==================== ifetch_flat
ifetch_flat/class_map.png
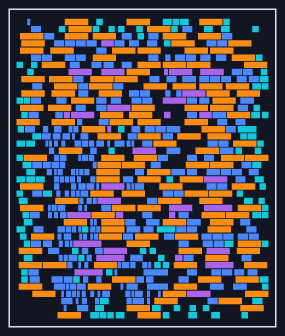

==> config.mk <==
export PLATFORM = sky130hd
export DESIGN_NAME = ifetch_flat
export DESIGN_NICKNAME = d
export VERILOG_FILES = /design/src/rtl/ifetch_if.sv /design/src/rtl/ifetch.sv /design/src/flat_wrapper.sv
export SDC_FILE = /design/constraint.sdc
export NUM_CORES = 1
export LEC_CHECK = 0
export CORE_ASPECT_RATIO = 1.2
export CORE_MARGIN = 2
export CORE_UTILIZATION = 54
export DETAILED_ROUTE_END_ITERATION = 8
export GPL_ROUTABILITY_DRIVEN = 0
export PLACE_DENSITY_LB_ADDON = 0.05
export SKIP_LAST_GASP = 1
export SYNTH_ARGS = -nofsm -noshare
export SYNTH_HDL_FRONTEND = slang
export SYNTH_SLANG_ARGS = --single-unit
==> constraint.sdc <==
create_clock -name clk -period 2.8 [get_ports clk]
set_input_delay 0.42 -clock clk [delete_from_list [all_inputs] [get_ports clk]]
set_output_delay 0.42 -clock clk [all_outputs]
set_load 0.1 [all_outputs]
==> src/rtl/ifetch_if.sv <==
// Fetch-unit bus bundle: redirect input, instruction-memory read port and
// the decode-side valid/ready port.
interface ifetch_if;
   logic        redirect;
   logic [15:0] redirect_addr;
   logic        mem_req;
   logic [15:0] mem_addr;
   logic        mem_ack;
   logic [15:0] mem_data;
   logic        ir_valid;
   logic [15:0] ir_data;
   logic [15:0] ir_pc;
   logic        ir_ready;
   logic        busy;

   modport master (
      input  redirect, redirect_addr, mem_ack, mem_data, ir_ready,
      output mem_req, mem_addr, ir_valid, ir_data, ir_pc, busy
   );

   modport slave (
      output redirect, redirect_addr, mem_ack, mem_data, ir_ready,
      input  mem_req, mem_addr, ir_valid, ir_data, ir_pc, busy
   );
endinterface

==> src/rtl/ifetch.sv <==
// Instruction fetch unit: issues req/ack reads at the fetch address, buffers
// {pc, instruction} pairs in a small prefetch FIFO and presents the head to decode.
module ifetch #(
   parameter int DEPTH = 2
) (
   input logic      clk,
   input logic      rst,
   ifetch_if.master bus
);

   localparam int PW = $clog2(DEPTH);
   localparam int CW = PW + 1;
   localparam logic [CW-1:0] DEPTH_C = CW'(DEPTH);

   localparam logic [1:0] IDLE    = 2'd0;
   localparam logic [1:0] REQ     = 2'd1;
   localparam logic [1:0] DISCARD = 2'd2;

   logic [1:0]    state_r, state_s;
   logic [15:0]   fetch_addr_r, fetch_addr_s;
   logic          mem_req_r, mem_req_s;
   logic [15:0]   mem_addr_r, mem_addr_s;
   logic [CW-1:0] count_r, count_s;
   logic [PW-1:0] wr_ptr_r, wr_ptr_s;
   logic [PW-1:0] rd_ptr_r, rd_ptr_s;
   logic [15:0]   fifo_pc_r   [DEPTH];
   logic [15:0]   fifo_data_r [DEPTH];
   logic          ir_valid_r, ir_valid_s;
   logic [15:0]   ir_data_r, ir_data_s;
   logic [15:0]   ir_pc_r, ir_pc_s;
   logic          push_s;
   logic          pop_s;
   logic [15:0]   redirect_even_s;

   assign redirect_even_s = {bus.redirect_addr[15:1], 1'b0};

   // Fetch FSM: a raised request is never withdrawn, so a redirect while waiting parks in DISCARD.
   always_comb begin
      state_s      = state_r;
      fetch_addr_s = fetch_addr_r;
      mem_req_s    = mem_req_r;
      mem_addr_s   = mem_addr_r;
      push_s       = 1'b0;
      case (state_r)
         IDLE: begin
            if (bus.redirect) begin
               fetch_addr_s = redirect_even_s;
            end else if (count_r < DEPTH_C) begin
               state_s    = REQ;
               mem_req_s  = 1'b1;
               mem_addr_s = fetch_addr_r;
            end else begin
               state_s = IDLE;
            end
         end
         REQ: begin
            if (bus.redirect) begin
               fetch_addr_s = redirect_even_s;
               if (bus.mem_ack) begin
                  state_s   = IDLE;
                  mem_req_s = 1'b0;
               end else begin
                  state_s = DISCARD;
               end
            end else if (bus.mem_ack) begin
               push_s       = 1'b1;
               fetch_addr_s = fetch_addr_r + 16'd2;
               state_s      = IDLE;
               mem_req_s    = 1'b0;
            end else begin
               state_s = REQ;
            end
         end
         DISCARD: begin
            if (bus.redirect) begin
               fetch_addr_s = redirect_even_s;
            end else begin
               fetch_addr_s = fetch_addr_r;
            end
            if (bus.mem_ack) begin
               state_s   = IDLE;
               mem_req_s = 1'b0;
            end else begin
               state_s = DISCARD;
            end
         end
         default: begin
            state_s   = IDLE;
            mem_req_s = 1'b0;
         end
      endcase
   end

   // FIFO bookkeeping and next head; the head is precomputed so decode sees registers only.
   always_comb begin
      pop_s = ir_valid_r & bus.ir_ready & ~bus.redirect;
      if (bus.redirect) begin
         count_s  = {CW{1'b0}};
         wr_ptr_s = {PW{1'b0}};
         rd_ptr_s = {PW{1'b0}};
      end else begin
         count_s  = count_r + CW'(push_s) - CW'(pop_s);
         wr_ptr_s = wr_ptr_r + PW'(push_s);
         rd_ptr_s = rd_ptr_r + PW'(pop_s);
      end
      ir_valid_s = (count_s != {CW{1'b0}});
      if (push_s && (wr_ptr_r == rd_ptr_s)) begin
         ir_pc_s   = fetch_addr_r;
         ir_data_s = bus.mem_data;
      end else begin
         ir_pc_s   = fifo_pc_r[rd_ptr_s];
         ir_data_s = fifo_data_r[rd_ptr_s];
      end
   end

   // State, FIFO storage and registered outputs.
   always_ff @(posedge clk or negedge rst) begin
      if (!rst) begin
         state_r      <= IDLE;
         fetch_addr_r <= 16'h0000;
         mem_req_r    <= 1'b0;
         mem_addr_r   <= 16'h0000;
         count_r      <= {CW{1'b0}};
         wr_ptr_r     <= {PW{1'b0}};
         rd_ptr_r     <= {PW{1'b0}};
         ir_valid_r   <= 1'b0;
         ir_data_r    <= 16'h0000;
         ir_pc_r      <= 16'h0000;
         for (int i = 0; i < DEPTH; i++) begin
            fifo_pc_r[i]   <= 16'h0000;
            fifo_data_r[i] <= 16'h0000;
         end
      end else begin
         state_r      <= state_s;
         fetch_addr_r <= fetch_addr_s;
         mem_req_r    <= mem_req_s;
         mem_addr_r   <= mem_addr_s;
         count_r      <= count_s;
         wr_ptr_r     <= wr_ptr_s;
         rd_ptr_r     <= rd_ptr_s;
         ir_valid_r   <= ir_valid_s;
         ir_data_r    <= ir_data_s;
         ir_pc_r      <= ir_pc_s;
         if (push_s) begin
            fifo_pc_r[wr_ptr_r]   <= fetch_addr_r;
            fifo_data_r[wr_ptr_r] <= bus.mem_data;
         end else begin
            fifo_pc_r[wr_ptr_r]   <= fifo_pc_r[wr_ptr_r];
            fifo_data_r[wr_ptr_r] <= fifo_data_r[wr_ptr_r];
         end
      end
   end

   assign bus.mem_req  = mem_req_r;
   assign bus.mem_addr = mem_addr_r;
   assign bus.busy     = mem_req_r;
   assign bus.ir_valid = ir_valid_r;
   assign bus.ir_data  = ir_data_r;
   assign bus.ir_pc    = ir_pc_r;

endmodule

==> src/flat_wrapper.sv <==
// flat-port wrapper written by rule: the top's interface ports become plain ports
module ifetch_flat 
#(
   parameter int DEPTH = 2
)
  (clk, rst, bus_redirect, bus_redirect_addr, bus_mem_ack, bus_mem_data, bus_ir_ready, bus_mem_req, bus_mem_addr, bus_ir_valid, bus_ir_data, bus_ir_pc, bus_busy);
  ifetch_if bus_i ();
  input logic clk;
  input logic rst;
  input wire logic [$bits(bus_i.redirect)-1:0] bus_redirect;
  input wire logic [$bits(bus_i.redirect_addr)-1:0] bus_redirect_addr;
  input wire logic [$bits(bus_i.mem_ack)-1:0] bus_mem_ack;
  input wire logic [$bits(bus_i.mem_data)-1:0] bus_mem_data;
  input wire logic [$bits(bus_i.ir_ready)-1:0] bus_ir_ready;
  output wire logic [$bits(bus_i.mem_req)-1:0] bus_mem_req;
  output wire logic [$bits(bus_i.mem_addr)-1:0] bus_mem_addr;
  output wire logic [$bits(bus_i.ir_valid)-1:0] bus_ir_valid;
  output wire logic [$bits(bus_i.ir_data)-1:0] bus_ir_data;
  output wire logic [$bits(bus_i.ir_pc)-1:0] bus_ir_pc;
  output wire logic [$bits(bus_i.busy)-1:0] bus_busy;
  assign bus_i.redirect = bus_redirect;
  assign bus_i.redirect_addr = bus_redirect_addr;
  assign bus_i.mem_ack = bus_mem_ack;
  assign bus_i.mem_data = bus_mem_data;
  assign bus_i.ir_ready = bus_ir_ready;
  assign bus_mem_req = bus_i.mem_req;
  assign bus_mem_addr = bus_i.mem_addr;
  assign bus_ir_valid = bus_i.ir_valid;
  assign bus_ir_data = bus_i.ir_data;
  assign bus_ir_pc = bus_i.ir_pc;
  assign bus_busy = bus_i.busy;
  ifetch #(.DEPTH(DEPTH)) u_core (.clk(clk), .rst(rst), .bus(bus_i));
endmodule
==================== clock_divider_multi
## config.mk

```make
export PLATFORM = sky130hd
export DESIGN_NAME = clock_divider_multi
export DESIGN_NICKNAME = d
export VERILOG_FILES = /design/src/rtl/clkdiv_pkg.sv /design/src/rtl/clkdiv_channel.sv /design/src/rtl/clock_divider_multi.sv
export SDC_FILE = /design/constraint.sdc
export NUM_CORES = 1
export LEC_CHECK = 0
export CAP_MARGIN = 20
export CELL_PAD_IN_SITES_DETAIL_PLACEMENT = 0
export CELL_PAD_IN_SITES_GLOBAL_PLACEMENT = 1
export CORE_MARGIN = 2
export CORE_UTILIZATION = 42
export DETAILED_ROUTE_END_ITERATION = 10
export GPL_ROUTABILITY_DRIVEN = 0
export PLACE_DENSITY = 0.7
export REMOVE_ABC_BUFFERS = 1
export SYNTH_ARGS = -nofsm -noshare
export SYNTH_HDL_FRONTEND = slang
export SYNTH_SLANG_ARGS = --single-unit
```

## constraint.sdc

```tcl
create_clock -name clk_in -period 8.8 [get_ports clk_in]
set_input_delay 2.64 -clock clk_in [delete_from_list [all_inputs] [get_ports clk_in]]
set_output_delay 2.64 -clock clk_in [all_outputs]
set_load 0.02 [all_outputs]
```

## src/rtl/clkdiv_pkg.sv

```systemverilog
// Shared constants and helpers for the multi-channel clock divider.
// CLKDIV_DUTY_EN adds a programmable high time to each request.
package clkdiv_pkg;

  localparam int unsigned MIN_DIV = 2;

  function automatic logic [31:0] high_time(
    input logic [31:0] div
  );
    return (div + 32'd1) >> 1;
  endfunction

  function automatic logic cfg_valid_chk(
`ifdef CLKDIV_DUTY_EN
    input logic [31:0] div,
    input logic [31:0] high
`else
    input logic [31:0] div
`endif
  );
`ifdef CLKDIV_DUTY_EN
    return (div >= MIN_DIV) && (high != 32'd0)
        && (high < div);
`else
    return div >= MIN_DIV;
`endif
  endfunction

endpackage

```

## src/rtl/clkdiv_channel.sv

```systemverilog
// One divider channel: counter, active/shadow period, pending flag.
// Ports: clk_in, reset, en, sync, wr/wr_div[/wr_high], pend, clk_out, tick.
module clkdiv_channel
  import clkdiv_pkg::*;
#(
  parameter int DIV_W       = 16,
  parameter int DEFAULT_DIV = 5
) (
  input  logic             clk_in,
  input  logic             reset,
  input  logic             en,
  input  logic             sync,
  input  logic             wr,
  input  logic [DIV_W-1:0] wr_div,
`ifdef CLKDIV_DUTY_EN
  input  logic [DIV_W-1:0] wr_high,
`endif
  output logic             pend,
  output logic             clk_out,
  output logic             tick
);

  localparam logic [DIV_W-1:0] DEF_D =
    DIV_W'(DEFAULT_DIV);

  logic [DIV_W-1:0] d_q;
  logic [DIV_W-1:0] s_q;
  logic [DIV_W-1:0] cnt_q;
  logic [DIV_W-1:0] c_nxt;
  logic [DIV_W-1:0] h_cur;
  logic             p_q;
  logic             run_q;
  logic             wrap;

`ifdef CLKDIV_DUTY_EN
  localparam logic [DIV_W-1:0] DEF_H =
    DIV_W'(high_time(32'(DEFAULT_DIV)));
  logic [DIV_W-1:0] h_q;
  logic [DIV_W-1:0] hs_q;
  assign h_cur = h_q;
`else
  assign h_cur = DIV_W'(high_time(32'(d_q)));
`endif

  // sync forces a period start on running channels
  assign wrap  = sync
              || (cnt_q == d_q - DIV_W'(1));
  assign c_nxt = wrap ? '0 : cnt_q + DIV_W'(1);
  assign pend  = p_q;

  always_ff @(posedge clk_in) begin
    if (reset) begin
      d_q     <= DEF_D;
      s_q     <= DEF_D;
      cnt_q   <= '0;
      p_q     <= 1'b0;
      run_q   <= 1'b0;
      clk_out <= 1'b0;
      tick    <= 1'b0;
`ifdef CLKDIV_DUTY_EN
      h_q     <= DEF_H;
      hs_q    <= DEF_H;
`endif
    end else begin
      // wr only arrives with p_q low, so it never
      // collides with an apply below
      if (wr) begin
        s_q <= wr_div;
        p_q <= 1'b1;
`ifdef CLKDIV_DUTY_EN
        hs_q <= wr_high;
`endif
      end
      if (!run_q) begin
        if (p_q) begin
          d_q <= s_q;
          p_q <= 1'b0;
`ifdef CLKDIV_DUTY_EN
          h_q <= hs_q;
`endif
        end
        if (en) begin
          run_q   <= 1'b1;
          cnt_q   <= '0;
          clk_out <= 1'b1;
          tick    <= 1'b1;
        end else begin
          clk_out <= 1'b0;
          tick    <= 1'b0;
        end
      end else if (!en) begin
        // shadow and pending survive a stop
        run_q   <= 1'b0;
        clk_out <= 1'b0;
        tick    <= 1'b0;
      end else begin
        cnt_q   <= c_nxt;
        clk_out <= c_nxt < h_cur;
        tick    <= wrap;
        if (wrap && p_q) begin
          d_q <= s_q;
          p_q <= 1'b0;
`ifdef CLKDIV_DUTY_EN
          h_q <= hs_q;
`endif
        end
      end
    end
  end

endmodule

```

## src/rtl/clock_divider_multi.sv

```systemverilog
// NUM_CH runtime-programmable clock dividers with config handshake.
// Ports: clk_in, reset, en, sync, cfg_*, clk_out, tick; CLKDIV_DUTY_EN adds cfg_high.
module clock_divider_multi
  import clkdiv_pkg::*;
#(
  parameter int NUM_CH      = 4,
  parameter int DIV_W       = 16,
  parameter int DEFAULT_DIV = 5,
  localparam int CH_W =
    (NUM_CH > 1) ? $clog2(NUM_CH) : 1
) (
  input  logic              clk_in,
  input  logic              reset,
  input  logic [NUM_CH-1:0] en,
  input  logic              sync,
  input  logic              cfg_valid,
  output logic              cfg_ready,
  input  logic [CH_W-1:0]   cfg_ch,
  input  logic [DIV_W-1:0]  cfg_div,
`ifdef CLKDIV_DUTY_EN
  input  logic [DIV_W-1:0]  cfg_high,
`endif
  output logic              cfg_err,
  output logic [NUM_CH-1:0] clk_out,
  output logic [NUM_CH-1:0] tick
);

  logic [NUM_CH-1:0] pend;
  logic [NUM_CH-1:0] wr;
  logic              ch_ok;
  logic              ok;
  logic              xfer;

  assign ch_ok = 32'(cfg_ch) < 32'(NUM_CH);
`ifdef CLKDIV_DUTY_EN
  assign ok = ch_ok
    && cfg_valid_chk(32'(cfg_div), 32'(cfg_high));
`else
  assign ok = ch_ok
    && cfg_valid_chk(32'(cfg_div));
`endif

  // out-of-range channels are accepted so they can error
  always_comb begin
    cfg_ready = 1'b1;
    for (int i = 0; i < NUM_CH; i++)
      if (cfg_ch == CH_W'(i))
        cfg_ready = !pend[i];
  end

  assign xfer = cfg_valid && cfg_ready;

  always_comb begin
    wr = '0;
    for (int i = 0; i < NUM_CH; i++)
      wr[i] = xfer && ok && (cfg_ch == CH_W'(i));
  end

  always_ff @(posedge clk_in) begin
    if (reset) cfg_err <= 1'b0;
    else       cfg_err <= xfer && !ok;
  end

  for (genvar g = 0; g < NUM_CH; g++) begin : g_ch
    clkdiv_channel #(
      .DIV_W       (DIV_W),
      .DEFAULT_DIV (DEFAULT_DIV)
    ) u_ch (
      .clk_in  (clk_in),
      .reset   (reset),
      .en      (en[g]),
      .sync    (sync),
      .wr      (wr[g]),
      .wr_div  (cfg_div),
`ifdef CLKDIV_DUTY_EN
      .wr_high (cfg_high),
`endif
      .pend    (pend[g]),
      .clk_out (clk_out[g]),
      .tick    (tick[g])
    );
  end

endmodule

```

==================== fir_coeff_loader
`config.mk`:
```
export PLATFORM = sky130hd
export DESIGN_NAME = fir_coeff_loader
export DESIGN_NICKNAME = d
export VERILOG_FILES = /design/src/rtl/fir_coeff_loader.sv
export SDC_FILE = /design/constraint.sdc
export NUM_CORES = 1
export LEC_CHECK = 0
export CAP_MARGIN = 20
export CORE_AREA = 4 4 84 86
export DETAILED_ROUTE_END_ITERATION = 8
export DIE_AREA = 0 0 88 90
export PLACE_DENSITY = 0.84
export SYNTH_ARGS = -nofsm -noshare
export SYNTH_HDL_FRONTEND = slang
export SYNTH_SLANG_ARGS = --single-unit
```
`constraint.sdc`:
```
create_clock -name clk -period 3 [get_ports clk]
set_clock_uncertainty 0.15 [all_clocks]
set_input_delay 0.6 -clock clk [delete_from_list [all_inputs] [get_ports clk]]
set_output_delay 0.6 -clock clk [all_outputs]
set_load 0.05 [all_outputs]
```
`src/rtl/fir_coeff_loader.sv`:
```
// fir_coeff_loader
//   Receives a framed coefficient set over an 8-bit valid/ready byte stream
//   and writes it into the FIR filter's coefficient port. The filter stays in
//   load mode (c_WE=1) until every coefficient has been written and the
//   trailing XOR checksum has matched.
//
//   Frame: HDR, NC coefficients of NB=C/8 bytes each (MSB byte first),
//   then one checksum byte equal to the XOR of all coefficient bytes.
//
// Ports
//   clk      in   system clock (shared with the filter)
//   nrst     in   synchronous active-low reset
//   s_data   in   stream byte
//   s_valid  in   stream byte valid
//   s_ready  out  loader can take a byte this cycle
//   c_WE     out  coefficient write enable to the filter (1 = load mode)
//   c_addr   out  coefficient address, 0..NC-1
//   c_in     out  coefficient value
//   done     out  a verified set is loaded and the filter is running
//   err      out  last frame aborted (bad checksum or timeout)
//
// Parameter constraints: C is 8 or 16, 2**AW >= NC.
module fir_coeff_loader #(
   parameter int         NC  = 129,
   parameter int         C   = 16,
   parameter int         AW  = 8,
   parameter logic [7:0] HDR = 8'hA5,
   parameter int         TO  = 1024
) (
   input  logic          clk,
   input  logic          nrst,
   input  logic [7:0]    s_data,
   input  logic          s_valid,
   output logic          s_ready,
   output logic          c_WE,
   output logic [AW-1:0] c_addr,
   output logic [C-1:0]  c_in,
   output logic          done,
   output logic          err
);

   localparam int NB = C / 8;
   localparam int BW = (NB > 1) ? $clog2(NB) : 1;
   localparam int TW = $clog2(TO + 1);

   localparam logic [BW-1:0] B_LAST = BW'(NB - 1);
   localparam logic [AW-1:0] K_LAST = AW'(NC - 1);
   localparam logic [TW-1:0] T_LAST = TW'(TO - 1);

   typedef enum logic [2:0] {
      IDLE   = 3'd0,
      LOAD   = 3'd1,
      COMMIT = 3'd2,
      CHECK  = 3'd3,
      RUN    = 3'd4
   } state_t;

   // Running checksum: bytewise XOR.
   function automatic logic [7:0] xsum_fold(input logic [7:0] acc, input logic [7:0] data);
      return acc ^ data;
   endfunction

   // Shift one byte into the low end of the assembly word (MSB byte arrives first).
   function automatic logic [C-1:0] shift_in(input logic [C-1:0] word, input logic [7:0] data);
      return C'({word, data});
   endfunction

   state_t          state_r, state_s;
   logic [AW-1:0]   k_r, k_s;
   logic [BW-1:0]   b_r, b_s;
   logic [C-1:0]    asm_r, asm_s;
   logic [7:0]      xsum_r, xsum_s;
   logic [TW-1:0]   tcnt_r, tcnt_s;
   logic            ready_r, ready_s;
   logic            we_r, we_s;
   logic [AW-1:0]   addr_r, addr_s;
   logic [C-1:0]    cin_r, cin_s;
   logic            done_r, done_s;
   logic            err_r, err_s;
   logic            accept_s;

   assign s_ready = ready_r;
   assign c_WE    = we_r;
   assign c_addr  = addr_r;
   assign c_in    = cin_r;
   assign done    = done_r;
   assign err     = err_r;

   // Next-state and next-output computation for the frame parser.
   always_comb begin
      state_s  = state_r;
      k_s      = k_r;
      b_s      = b_r;
      asm_s    = asm_r;
      xsum_s   = xsum_r;
      tcnt_s   = tcnt_r;
      we_s     = we_r;
      addr_s   = addr_r;
      cin_s    = cin_r;
      done_s   = done_r;
      err_s    = err_r;
      accept_s = s_valid & ready_r;

      case (state_r)
         IDLE, RUN: begin
            tcnt_s = {TW{1'b0}};
            if (accept_s && (s_data == HDR)) begin
               // Start of a new frame: back into load mode, clear everything.
               state_s = LOAD;
               k_s     = {AW{1'b0}};
               b_s     = {BW{1'b0}};
               asm_s   = {C{1'b0}};
               xsum_s  = 8'h00;
               err_s   = 1'b0;
               we_s    = 1'b1;
               done_s  = 1'b0;
            end else begin
               state_s = state_r;
            end
         end

         LOAD: begin
            if (accept_s) begin
               asm_s  = shift_in(asm_r, s_data);
               xsum_s = xsum_fold(xsum_r, s_data);
               tcnt_s = {TW{1'b0}};
               if (b_r == B_LAST) begin
                  state_s = COMMIT;
               end else begin
                  b_s = b_r + BW'(1);
               end
            end else if (tcnt_r == T_LAST) begin
               state_s = IDLE;
               err_s   = 1'b1;
               we_s    = 1'b1;
               done_s  = 1'b0;
            end else begin
               tcnt_s = tcnt_r + TW'(1);
            end
         end

         COMMIT: begin
            // No byte can arrive here (s_ready=0), so the idle count keeps
            // running from the last accept.
            addr_s = k_r;
            cin_s  = asm_r;
            b_s    = {BW{1'b0}};
            tcnt_s = tcnt_r + TW'(1);
            if (k_r == K_LAST) begin
               state_s = CHECK;
            end else begin
               k_s     = k_r + AW'(1);
               state_s = LOAD;
            end
         end

         CHECK: begin
            if (accept_s) begin
               tcnt_s = {TW{1'b0}};
               if (s_data == xsum_r) begin
                  state_s = RUN;
                  we_s    = 1'b0;
                  done_s  = 1'b1;
               end else begin
                  state_s = IDLE;
                  err_s   = 1'b1;
                  we_s    = 1'b1;
                  done_s  = 1'b0;
               end
            end else if (tcnt_r == T_LAST) begin
               state_s = IDLE;
               err_s   = 1'b1;
               we_s    = 1'b1;
               done_s  = 1'b0;
            end else begin
               tcnt_s = tcnt_r + TW'(1);
            end
         end

         default: begin
            state_s = IDLE;
            tcnt_s  = {TW{1'b0}};
            we_s    = 1'b1;
            done_s  = 1'b0;
         end
      endcase

      // Stall the stream only while a coefficient is being presented.
      ready_s = (state_s != COMMIT);
   end

   // State and output registers with synchronous active-low reset.
   always_ff @(posedge clk) begin
      if (!nrst) begin
         state_r <= IDLE;
         k_r     <= {AW{1'b0}};
         b_r     <= {BW{1'b0}};
         asm_r   <= {C{1'b0}};
         xsum_r  <= 8'h00;
         tcnt_r  <= {TW{1'b0}};
         ready_r <= 1'b0;
         we_r    <= 1'b1;
         addr_r  <= {AW{1'b0}};
         cin_r   <= {C{1'b0}};
         done_r  <= 1'b0;
         err_r   <= 1'b0;
      end else begin
         state_r <= state_s;
         k_r     <= k_s;
         b_r     <= b_s;
         asm_r   <= asm_s;
         xsum_r  <= xsum_s;
         tcnt_r  <= tcnt_s;
         ready_r <= ready_s;
         we_r    <= we_s;
         addr_r  <= addr_s;
         cin_r   <= cin_s;
         done_r  <= done_s;
         err_r   <= err_s;
      end
   end

endmodule

```
==================== axil_master_engine
==> src/rtl/axil_master_engine.sv <==
`default_nettype none
// ============================================================================
//  Module   : axil_master_engine
//  Purpose  : AXI4-Lite initiator. It turns one local command (read or write
//             of one full word at a byte address) into a complete AXI4-Lite
//             transaction, then returns one response. Only one transaction
//             is in flight at a time.
//  Revision : 1.0  - initial release
// ----------------------------------------------------------------------------
//  Ports
//    ACLK, ARESETn          clock, synchronous active-low reset
//    cmd_*                  command in (valid/ready handshake)
//    rsp_*                  response out (valid/ready handshake), held
//                           stable until rsp_ready
//    AW*/W*/B*/AR*/R*       AXI4-Lite initiator channels
//  Optional (macro AXIL_ERR_CNT_EN)
//    err_count [7:0]        saturating count of SLVERR/DECERR responses
//    err_clr   [0:0]        clears err_count; wins over a same-cycle increment
// ============================================================================
module axil_master_engine #(
  parameter int ADDR_W = 10,
  parameter int DATA_W = 32
) (
  input  logic              ACLK,
  input  logic              ARESETn,
  // command
  input  logic              cmd_valid,
  output logic              cmd_ready,
  input  logic              cmd_write,
  input  logic [ADDR_W-1:0] cmd_addr,
  input  logic [DATA_W-1:0] cmd_wdata,
  // response
  output logic              rsp_valid,
  input  logic              rsp_ready,
  output logic              rsp_write,
  output logic [DATA_W-1:0] rsp_rdata,
  output logic [1:0]        rsp_resp,
  // write address / data / response
  output logic [ADDR_W-1:0] AWADDR,
  output logic              AWVALID,
  input  logic              AWREADY,
  output logic [DATA_W-1:0] WDATA,
  output logic              WVALID,
  input  logic              WREADY,
  input  logic [1:0]        BRESP,
  input  logic              BVALID,
  output logic              BREADY,
  // read address / data
  output logic [ADDR_W-1:0] ARADDR,
  output logic              ARVALID,
  input  logic              ARREADY,
  input  logic [DATA_W-1:0] RDATA,
  input  logic [1:0]        RRESP,
  input  logic              RVALID,
  output logic              RREADY
`ifdef AXIL_ERR_CNT_EN
  ,
  output logic [7:0]        err_count,
  input  logic [0:0]        err_clr
`endif
);

  typedef enum logic [2:0] {
    IDLE = 3'd0,
    WR   = 3'd1,   // AW and/or W still pending
    WB   = 3'd2,   // awaiting B
    RA   = 3'd3,   // AR pending
    RD   = 3'd4,   // awaiting R
    RSP  = 3'd5    // response presented locally
  } state_t;

  localparam logic [ADDR_W-1:0] c_BYTE_OFS = ADDR_W'(3);

  state_t r_state;
  state_t w_state_nxt;

  logic [ADDR_W-1:0] r_awaddr;
  logic [ADDR_W-1:0] r_araddr;
  logic [DATA_W-1:0] r_wdata;
  logic              r_awvalid;
  logic              r_wvalid;
  logic              r_bready;
  logic              r_arvalid;
  logic              r_rready;
  logic              r_rsp_valid;
  logic              r_rsp_write;
  logic [DATA_W-1:0] r_rsp_rdata;
  logic [1:0]        r_rsp_resp;

  logic              w_cmd_hs;
  logic              w_aw_hs;
  logic              w_w_hs;
  logic              w_wr_done;
  logic              w_ar_hs;
  logic              w_b_hs;
  logic              w_r_hs;
  logic              w_rsp_hs;
  logic [ADDR_W-1:0] w_addr_aligned;

  // Transfers are whole words, so the byte offset is forced to zero.
  assign w_addr_aligned = cmd_addr & ~c_BYTE_OFS;

  assign cmd_ready = (r_state == IDLE) && ARESETn;

  assign w_cmd_hs  = cmd_valid && cmd_ready;
  assign w_aw_hs   = r_awvalid && AWREADY;
  assign w_w_hs    = r_wvalid  && WREADY;
  // A channel counts as finished if it already completed or completes now;
  // this lets AW and W finish in any order or together.
  assign w_wr_done = (!r_awvalid || AWREADY) && (!r_wvalid || WREADY);
  assign w_ar_hs   = r_arvalid && ARREADY;
  // BREADY/RREADY are only ever high in WB/RD, so an early B or R from the
  // slave cannot be taken before its state.
  assign w_b_hs    = BVALID && r_bready;
  assign w_r_hs    = RVALID && r_rready;
  assign w_rsp_hs  = r_rsp_valid && rsp_ready;

  // --------------------------------------------------------------------------
  // State register
  // --------------------------------------------------------------------------
  always_ff @(posedge ACLK) begin
    if (!ARESETn) begin
      r_state <= IDLE;
    end else begin
      r_state <= w_state_nxt;
    end
  end

  // --------------------------------------------------------------------------
  // Next-state logic
  // --------------------------------------------------------------------------
  always_comb begin
    w_state_nxt = r_state;
    case (r_state)
      IDLE: if (w_cmd_hs)  w_state_nxt = cmd_write ? WR : RA;
      WR:   if (w_wr_done) w_state_nxt = WB;
      WB:   if (w_b_hs)    w_state_nxt = RSP;
      RA:   if (w_ar_hs)   w_state_nxt = RD;
      RD:   if (w_r_hs)    w_state_nxt = RSP;
      RSP:  if (w_rsp_hs)  w_state_nxt = IDLE;
      default:             w_state_nxt = IDLE;
    endcase
  end

  // --------------------------------------------------------------------------
  // Registered channel controls and payloads. Every VALID/READY is a flop,
  // so none depends combinationally on the far side's READY/VALID.
  // --------------------------------------------------------------------------
  always_ff @(posedge ACLK) begin
    if (!ARESETn) begin
      r_awaddr    <= '0;
      r_araddr    <= '0;
      r_wdata     <= '0;
      r_awvalid   <= 1'b0;
      r_wvalid    <= 1'b0;
      r_bready    <= 1'b0;
      r_arvalid   <= 1'b0;
      r_rready    <= 1'b0;
      r_rsp_valid <= 1'b0;
      r_rsp_write <= 1'b0;
      r_rsp_rdata <= '0;
      r_rsp_resp  <= 2'b00;
    end else begin
      if (w_cmd_hs) begin
        if (cmd_write) begin
          r_awaddr  <= w_addr_aligned;
          r_wdata   <= cmd_wdata;
          r_awvalid <= 1'b1;
          r_wvalid  <= 1'b1;
        end else begin
          r_araddr  <= w_addr_aligned;
          r_arvalid <= 1'b1;
        end
      end

      if (w_aw_hs) r_awvalid <= 1'b0;
      if (w_w_hs)  r_wvalid  <= 1'b0;

      if ((r_state == WR) && w_wr_done) r_bready <= 1'b1;

      if (w_ar_hs) begin
        r_arvalid <= 1'b0;
        r_rready  <= 1'b1;
      end

      if (w_b_hs) begin
        r_bready    <= 1'b0;
        r_rsp_valid <= 1'b1;
        r_rsp_write <= 1'b1;
        r_rsp_rdata <= '0;
        r_rsp_resp  <= BRESP;
      end

      if (w_r_hs) begin
        r_rready    <= 1'b0;
        r_rsp_valid <= 1'b1;
        r_rsp_write <= 1'b0;
        r_rsp_rdata <= RDATA;
        r_rsp_resp  <= RRESP;
      end

      if (w_rsp_hs) r_rsp_valid <= 1'b0;
    end
  end

`ifdef AXIL_ERR_CNT_EN
  // SLVERR (10) and DECERR (11) both have bit 1 set.
  logic       w_err_hit;
  logic [7:0] r_err_count;

  assign w_err_hit = (w_b_hs && BRESP[1]) || (w_r_hs && RRESP[1]);

  always_ff @(posedge ACLK) begin
    if (!ARESETn) begin
      r_err_count <= 8'h00;
    end else if (err_clr[0]) begin
      r_err_count <= 8'h00;
    end else if (w_err_hit && (r_err_count != 8'hFF)) begin
      r_err_count <= r_err_count + 8'h01;
    end
  end

  assign err_count = r_err_count;
`endif

  assign AWADDR    = r_awaddr;
  assign AWVALID   = r_awvalid;
  assign WDATA     = r_wdata;
  assign WVALID    = r_wvalid;
  assign BREADY    = r_bready;
  assign ARADDR    = r_araddr;
  assign ARVALID   = r_arvalid;
  assign RREADY    = r_rready;
  assign rsp_valid = r_rsp_valid;
  assign rsp_write = r_rsp_write;
  assign rsp_rdata = r_rsp_rdata;
  assign rsp_resp  = r_rsp_resp;

endmodule
`default_nettype wire

==> config.mk <==
export PLATFORM = sky130hd
export DESIGN_NAME = axil_master_engine
export DESIGN_NICKNAME = d
export VERILOG_FILES = /design/src/rtl/axil_master_engine.sv
export SDC_FILE = /design/constraint.sdc
export NUM_CORES = 1
export LEC_CHECK = 0
export ABC_AREA = 1
export CELL_PAD_IN_SITES_DETAIL_PLACEMENT = 0
export CELL_PAD_IN_SITES_GLOBAL_PLACEMENT = 1
export CORE_ASPECT_RATIO = 1.4
export CORE_MARGIN = 5
export CORE_UTILIZATION = 29
export DETAILED_ROUTE_END_ITERATION = 10
export PLACE_DENSITY_LB_ADDON = 0.15
export SLEW_MARGIN = 20
export SYNTH_ARGS = -nofsm -noshare
export SYNTH_HDL_FRONTEND = slang
export SYNTH_SLANG_ARGS = --single-unit
export TNS_END_PERCENT = 30
==> constraint.sdc <==
create_clock -name ACLK -period 2.1 [get_ports ACLK]
set_clock_uncertainty 0.05 [all_clocks]
set_input_delay 0.42 -clock ACLK [delete_from_list [all_inputs] [get_ports ACLK]]
set_output_delay 0.42 -clock ACLK [all_outputs]
set_load 0.005 [all_outputs]
axil_master_engine/clock_wires.png
Scale bar: 20 um.
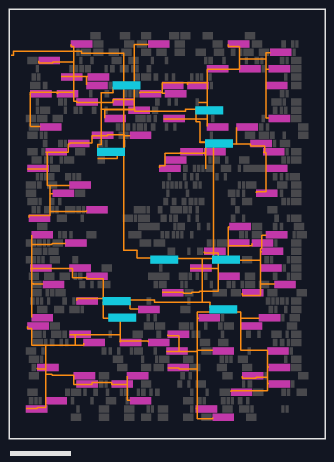
Cyan is clock-net drivers, count 9. Magenta is flip-flops, count 92. Orange is clock wires, length 1220 um.
There are 10 routed clock nets.

==> ci_impl_report.md, axil_master_engine <==
## PnR job results

| Metric | Value |
|---|---|
| Status | finished, final reports clean |
| Via count | 3393 |
| Reg clk slew, reported paths | approximately 0.060 ns |
| Post-synth EDFFs | 0 |
| Met2 WL post-DR | 4.74 mm |
| Drt pass-1 iters | 5 |
| First-pass GRT wire length | 15.9 mm |
| Worst-Margin Slew | 0.507 ns |
| CTS Buf Count | 9 |
| Hold path depth | 2 |
| R2R depth | 8 |
| Wire length on met3 | 1.03 mm |
| Post-cts hold buffer count | 0 |
| Met2 usage | 0.228 |
| Most used flip-flop cell | dfxtp_1 |
| Clk sinks | 92 |
| Worst Min Path Start | rsp_rdata[9] |
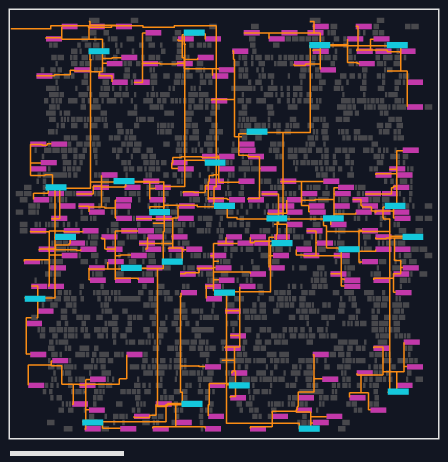
clock_divider_multi/clock_wires.png
Scale bar: 50 um.
Magenta is flip-flops, count 209. Orange is clock wires, length 3240 um. Cyan is clock-net drivers, count 26.
Position of the flops: spread over the die.

clock_divider_multi/class_map.png
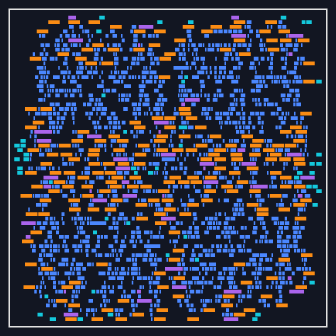
Purple is clock drivers and dummy loads, cells 48, share of their area 6.1%. Blue is remaining logic cells, cells 1452, share of their area 63%. Orange is registers, cells 209, share of their area 28%. Cyan is remaining buffers and delay cells, cells 53, share of their area 3.3%.

==> ci_impl_report.md, clock_divider_multi <==
## PnR job results

| Metric | Value |
|---|---|
| Status | finished, final reports clean |
| MUX area fraction | 0.0685 |
| Drt pass-1 iters | 5 |
| Yosys stat area | 14200 sq um |
| Grt peak-use layer | met2 |
| ANT cells | 0 |
| Final Hold Vio Count | 0 |
| Clk buf depth | 3 |
| Max-slew violations | 0 |
| WL met1 | 17.9 mm |
| Reg clk slew, reported paths | 0.06 ns |
| # rows | between 60 and 70 |
| Wirelength per Cell | 16.5 um |
| I/O pin count | 36 |
| Total GRT Usage | 0.203 |
| Worst Setup Start Kind | input port |
| DR vias/cell | 5.57 |
| Largest net degree at the start of global routing | between 70 and 80 |
| Initial antenna violation count | 2 |
| Non-clock inverters | 43 |
| Setup Fix Bufs, Post-CTS | 0 |
| Crit. path cell count | 4 |
| M3 GR Usage | 0.0354 |
| Clock buffers | 37 |
| Worst R2R End | g_ch[3].u_ch.clk_out |
| Synth Area in Simple Gates | 0.260 |
| Die Wd | approximately 190 um |
| First-pass GRT wire length | 60.1 mm |
| Synthesized area | between 10000 and 15000 sq um |
| Final Worst Setup Slack | 1.52 ns |
| Fill count | 3371 |
| Die height | approximately 190 um |
| Crit path largest cell delay | around 0.64 ns |
| Routed Antenna Nets | 0 |
| Port bufs | 35 |
| Met2 WL post-DR | ~16 mm |
| Layout overhead on the synthesized area | 9.22% |
| Vias in the first global route | between 10k and 15k |
| Post-place setup slack | 1.56 ns |
| Max cap viols | 0 |
| Tool warning count | 29 |
| Core area | roughly 33000 sq um |
| Cells in synth_stat.txt | 1824 |
| Top-count cell post-synth | nor2_1 |
| Mapped Cells | 1824 |
| # H-tree levels | 1 |
| Required time of the critical path | around 6.2 ns |
| Finished Cell Area | around 16000 sq um |
| Worst skew pair latency | 0.54 ns |
| Layout cells sized above 1 | 0.0528 |
| Number of logic gates | between 1k and 1.5k |
| FF+latch count, synth | 209 |
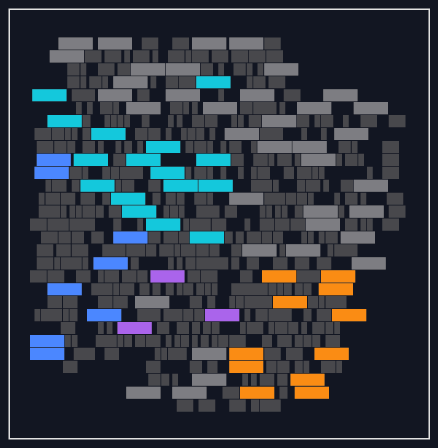
fir_coeff_loader/ff_map.png
Other sequential cells in the stronger grey, the rest of the logic in the fainter grey.
Orange is `tcnt_r`, placed flops 11. Purple is `state_r`, placed flops 3. Cyan is `asm_r`, placed flops 16. Blue is `xsum_r`, placed flops 8.
Another 37 sequential cells are not coloured.

fir_coeff_loader/clock_wires.png
Scale bar: 20 um.
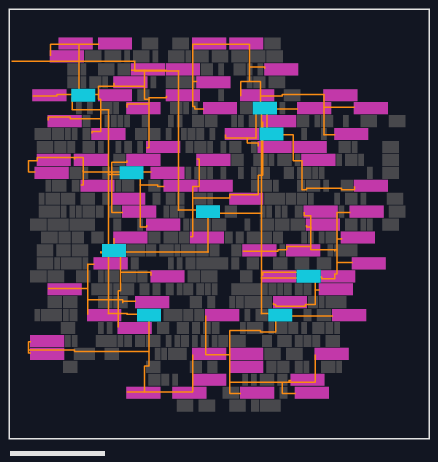
Orange is clock wires, length 911 um. Cyan is clock-net drivers, count 9. Magenta is flip-flops, count 75.
Position of the flops: spread over the die.

==> ci_impl_report.md, fir_coeff_loader <==
## PnR job results

| Metric | Value |
|---|---|
| Status | finished, final reports clean |
| CTS Buf Count | 9 |
| Worst skew pair latency | 0.35 ns |
| Comb. cell area | 1790 sq um |
| Flop2flop setup slack | 0.81 ns |
| Drt total wl | approximately 7.0 mm |
| Vias in the first global route | 2756 |
| ClkCell Share | 0.0445 |
| Worst-Margin Slew | just under 0.6 ns |
| Clk sinks | between 70 and 80 |
| Max cap viols | 0 |
| Seq/Total Area, Yosys | 0.440 |
| Port bufs | 38 |
| Dominant comb cell | simple AND/OR/NAND/NOR gates |
| Crit. path cell count | 6 |
| FP Util | 0.543 |
| Post-synth EDFFs | 0 |
| DR top layer | met4 |
| Required time of the critical path | 3.11 ns |
| Wire length on met3 | 250 um |
| Yosys stat area | ~3400 sq um |
| Fill count | 526 |
| Seq cells | 75 |
| Placer Congestion | 0.853 |
| Top-count cell post-synth | nand2_1 |
| Hold_ws | 0.304 ns |
| Nets | 443 |
| Gr ovfl total | 0 |
| N_taps | 77 |
| # rows | 29 |
| Final worst-path cycle share | 0.819 |
| Worst setup endpoint | asm_r[1] |
| DP HPWL | 4.92 mm |
| Synthesized area | 3410 sq um |
| Area leader share | 0.440 |
| Mapped Cells | 393 |
| ANT cells | 0 |
| Tool warning count | 27 |
| Worst Min Path Start | asm_r[8] |
| Setup Fix Bufs, Post-CTS | 0 |
| NonClk Buf Share | 0.110 |
| Adder Area Share | 0.0110 |
| Critical path fanouts, max | 15 |
| Layout cells sized above 1 | 0.0991 |
| Core area | 6280 sq um |
ifetch_flat/clock_wires.png
Scale bar: 20 um.
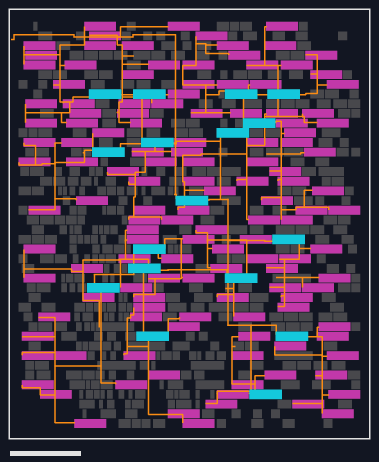
Magenta is flip-flops, count 134. Orange is clock wires, length 1540 um. Cyan is clock-net drivers, count 17.
Position of the flops: spread over the die.

ifetch_flat/route_heat.png
20 x 24 tiles, from dark blue (low) to red (high), scaled to the fullest tile. Values are wire area over tile area, all layers added.
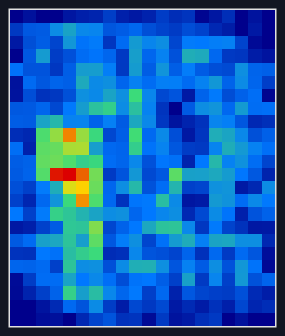
5.2% of the tiles are over half the peak. The mean over all tiles is 0.15. The densest ninth of the die: middle left. The fullest tile reaches 0.67. 4.4% of the tiles are nearly empty.
via count: 3873
Wirelength per Cell: 17.5 um
Total GRT Usage: 0.211

## Picture notes: ifetch_flat/class_map.png
Orange is registers, cells 134, share of their area 45%. Purple is clock drivers and dummy loads, cells 31, share of their area 8.8%. Blue is remaining logic cells, cells 282, share of their area 34%. Cyan is remaining buffers and delay cells, cells 99, share of their area 12%.
core area: 11000 sq um
# rows: 42
Util after Layout: 0.689
Finished Cell Area: 7570 sq um

==> ci_impl_report.md, ifetch_flat <==
## PnR job results

| Metric | Value |
|---|---|
| Placed insts | 647 |
| Cell taking the most area after synthesis | dfrtp_1 |
| Die Wd | 101 um |
| Seq area share | 0.443 |
| Total die size | 12100 sq um |
| Most used flip-flop cell | dfrtp_1 |
| DP HPWL | 7.70 mm |
| First-pass GRT wire length | 20.0 mm |
| Required time of the critical path | roughly 3 ns |
| Post-cts hold buffer count | 0 |
| R2R depth | 6 |
| Max-slew violations | 0 |
| Buffers, non-clock | 99 |
| Most numerous logic cells after layout | dfrtp_1 (134), mux2_2 (112), buf_4 (62), clkdlybuf4s50_1 (34), clkbuf_16 (17) |
| Synth Area in Simple Gates | 0.0589 |
| Worst R2R End | u_core.bus.ir_data[8] |
| Reg clk slew, reported paths | 0.06 ns |
| Final Worst Setup Slack | 0.692 ns |
| Drt total wl | 11.9 mm |
| Number of logic gates | 273 |
| Synthesized area per cell | 13.6 sq um |
| Worst path slowest cell | dfrtp_1 |
| Status | finished, final reports clean |
| WS Path Type | reg2reg |
| Clk sinks | 134 |
| Tool warning count | 30 |
| Post-place setup slack | 0.293 ns |
| N_taps | 132 |
| I/O pin count | approximately 88 |
| Crit path largest cell delay | 0.41 ns |
| ANT cells | 0 |
| Critical path fanouts, max | 28 |
| Synthesized area | approximately 6100 sq um |
| Clock root cell | clkbuf_16 |
| RSZ-0062 raised after global routing | no |
| Mapped Cells | 447 |
| Layout Cells excl Fill | approximately 680 |
| Flop2flop setup slack | 0.69 ns |
| Worst-Margin Slew | 0.663 ns |
| Setup Fix Bufs, Post-CTS | 0 |
| Worst setup path startpoint | u_core.state_r[0] |
| Worst skew pair latency | roughly 0.41 ns |
| # H-tree levels | 4 |
| Comb. cell area | 2500 sq um |
| Vias in the first global route | 4031 |
| Yosys aoi share | 0.0616 |
| Placed instance area | 6910 sq um |
| Global Route met1 Usage | 0.277 |
| Synth Net Count | 491 |
| Port bufs | 85 |
| Drt pass-1 iters | 4 |
| Fill count | approximately 800 |
| Clock buffers | 19 |
| Async SR Flop Fraction | 1.00 |
| WL met1 | 5.32 mm |
| Yosys warning tally | 0 |
| Met2 usage | 0.343 |
| Non-clock inverters | 9 |

## Gallery

Clock routing.
picture 1
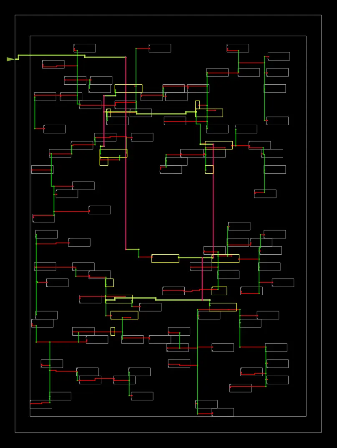
picture 2
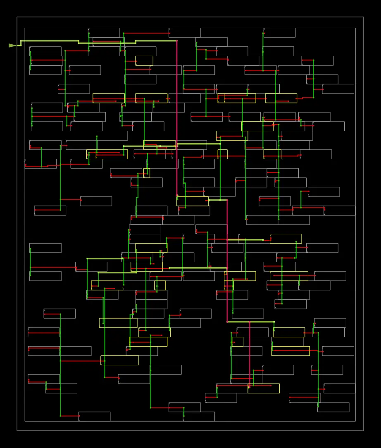
picture 3
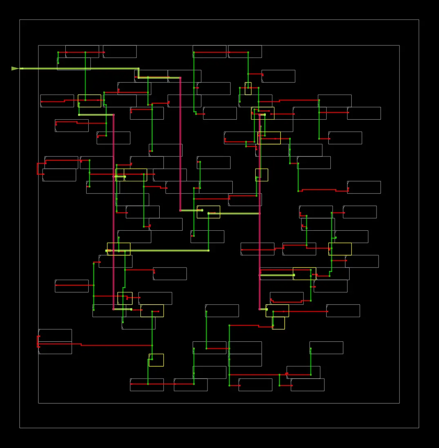
picture 4
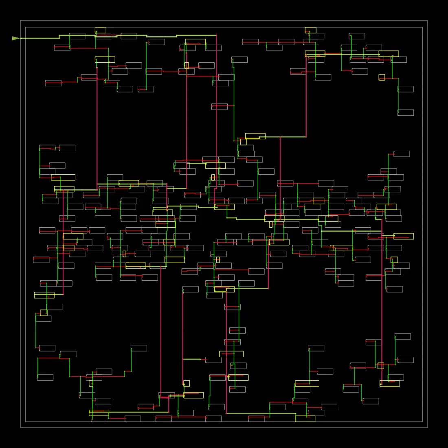
fir_coeff_loader is picture 3.
ifetch_flat is picture 2.
clock_divider_multi is picture 4.
axil_master_engine is picture 1.



==> layout pictures side by side <==
Routed metal per tile.
(a)
38 x 38 tiles, from dark blue (low) to red (high), scaled to the fullest tile. Values are wire area over tile area, all layers added.
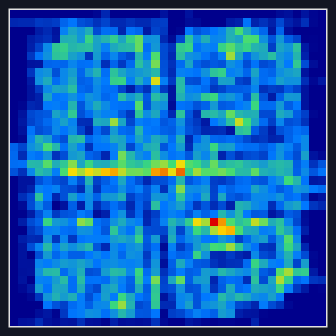
(b)
18 x 18 tiles, from dark blue (low) to red (high), scaled to the fullest tile. Values are wire area over tile area, all layers added.
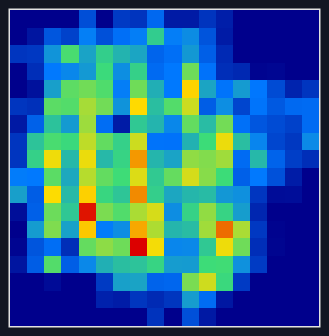
(c)
21 x 28 tiles, from dark blue (low) to red (high), scaled to the fullest tile. Values are wire area over tile area, all layers added.
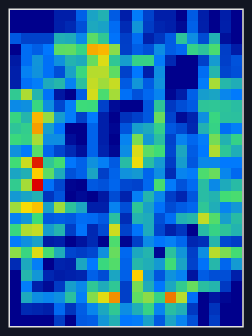
- (c) = axil_master_engine
- (a) = clock_divider_multi
- (b) = fir_coeff_loader

Key to (a):
The fullest tile reaches 0.71. 13% of the tiles are nearly empty. The mean over all tiles is 0.16. 4.8% of the tiles are over half the peak.


==> screenshots <==
M4 wires.
Cells faint in the background.
panel A
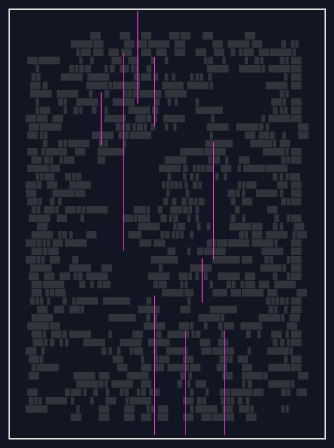
panel B
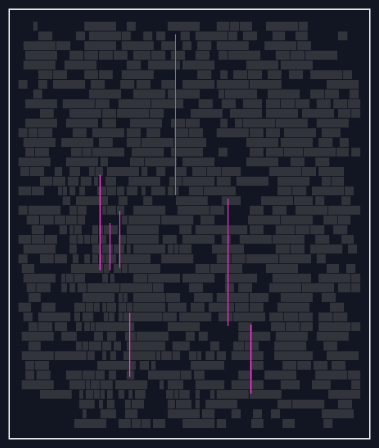
panel C
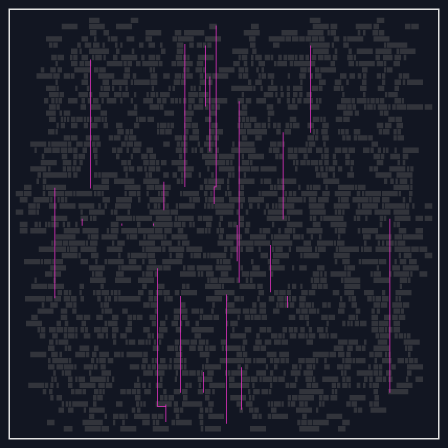
| from | picture |
|---|---|
| axil_master_engine | panel A |
| clock_divider_multi | panel C |
| ifetch_flat | panel B |

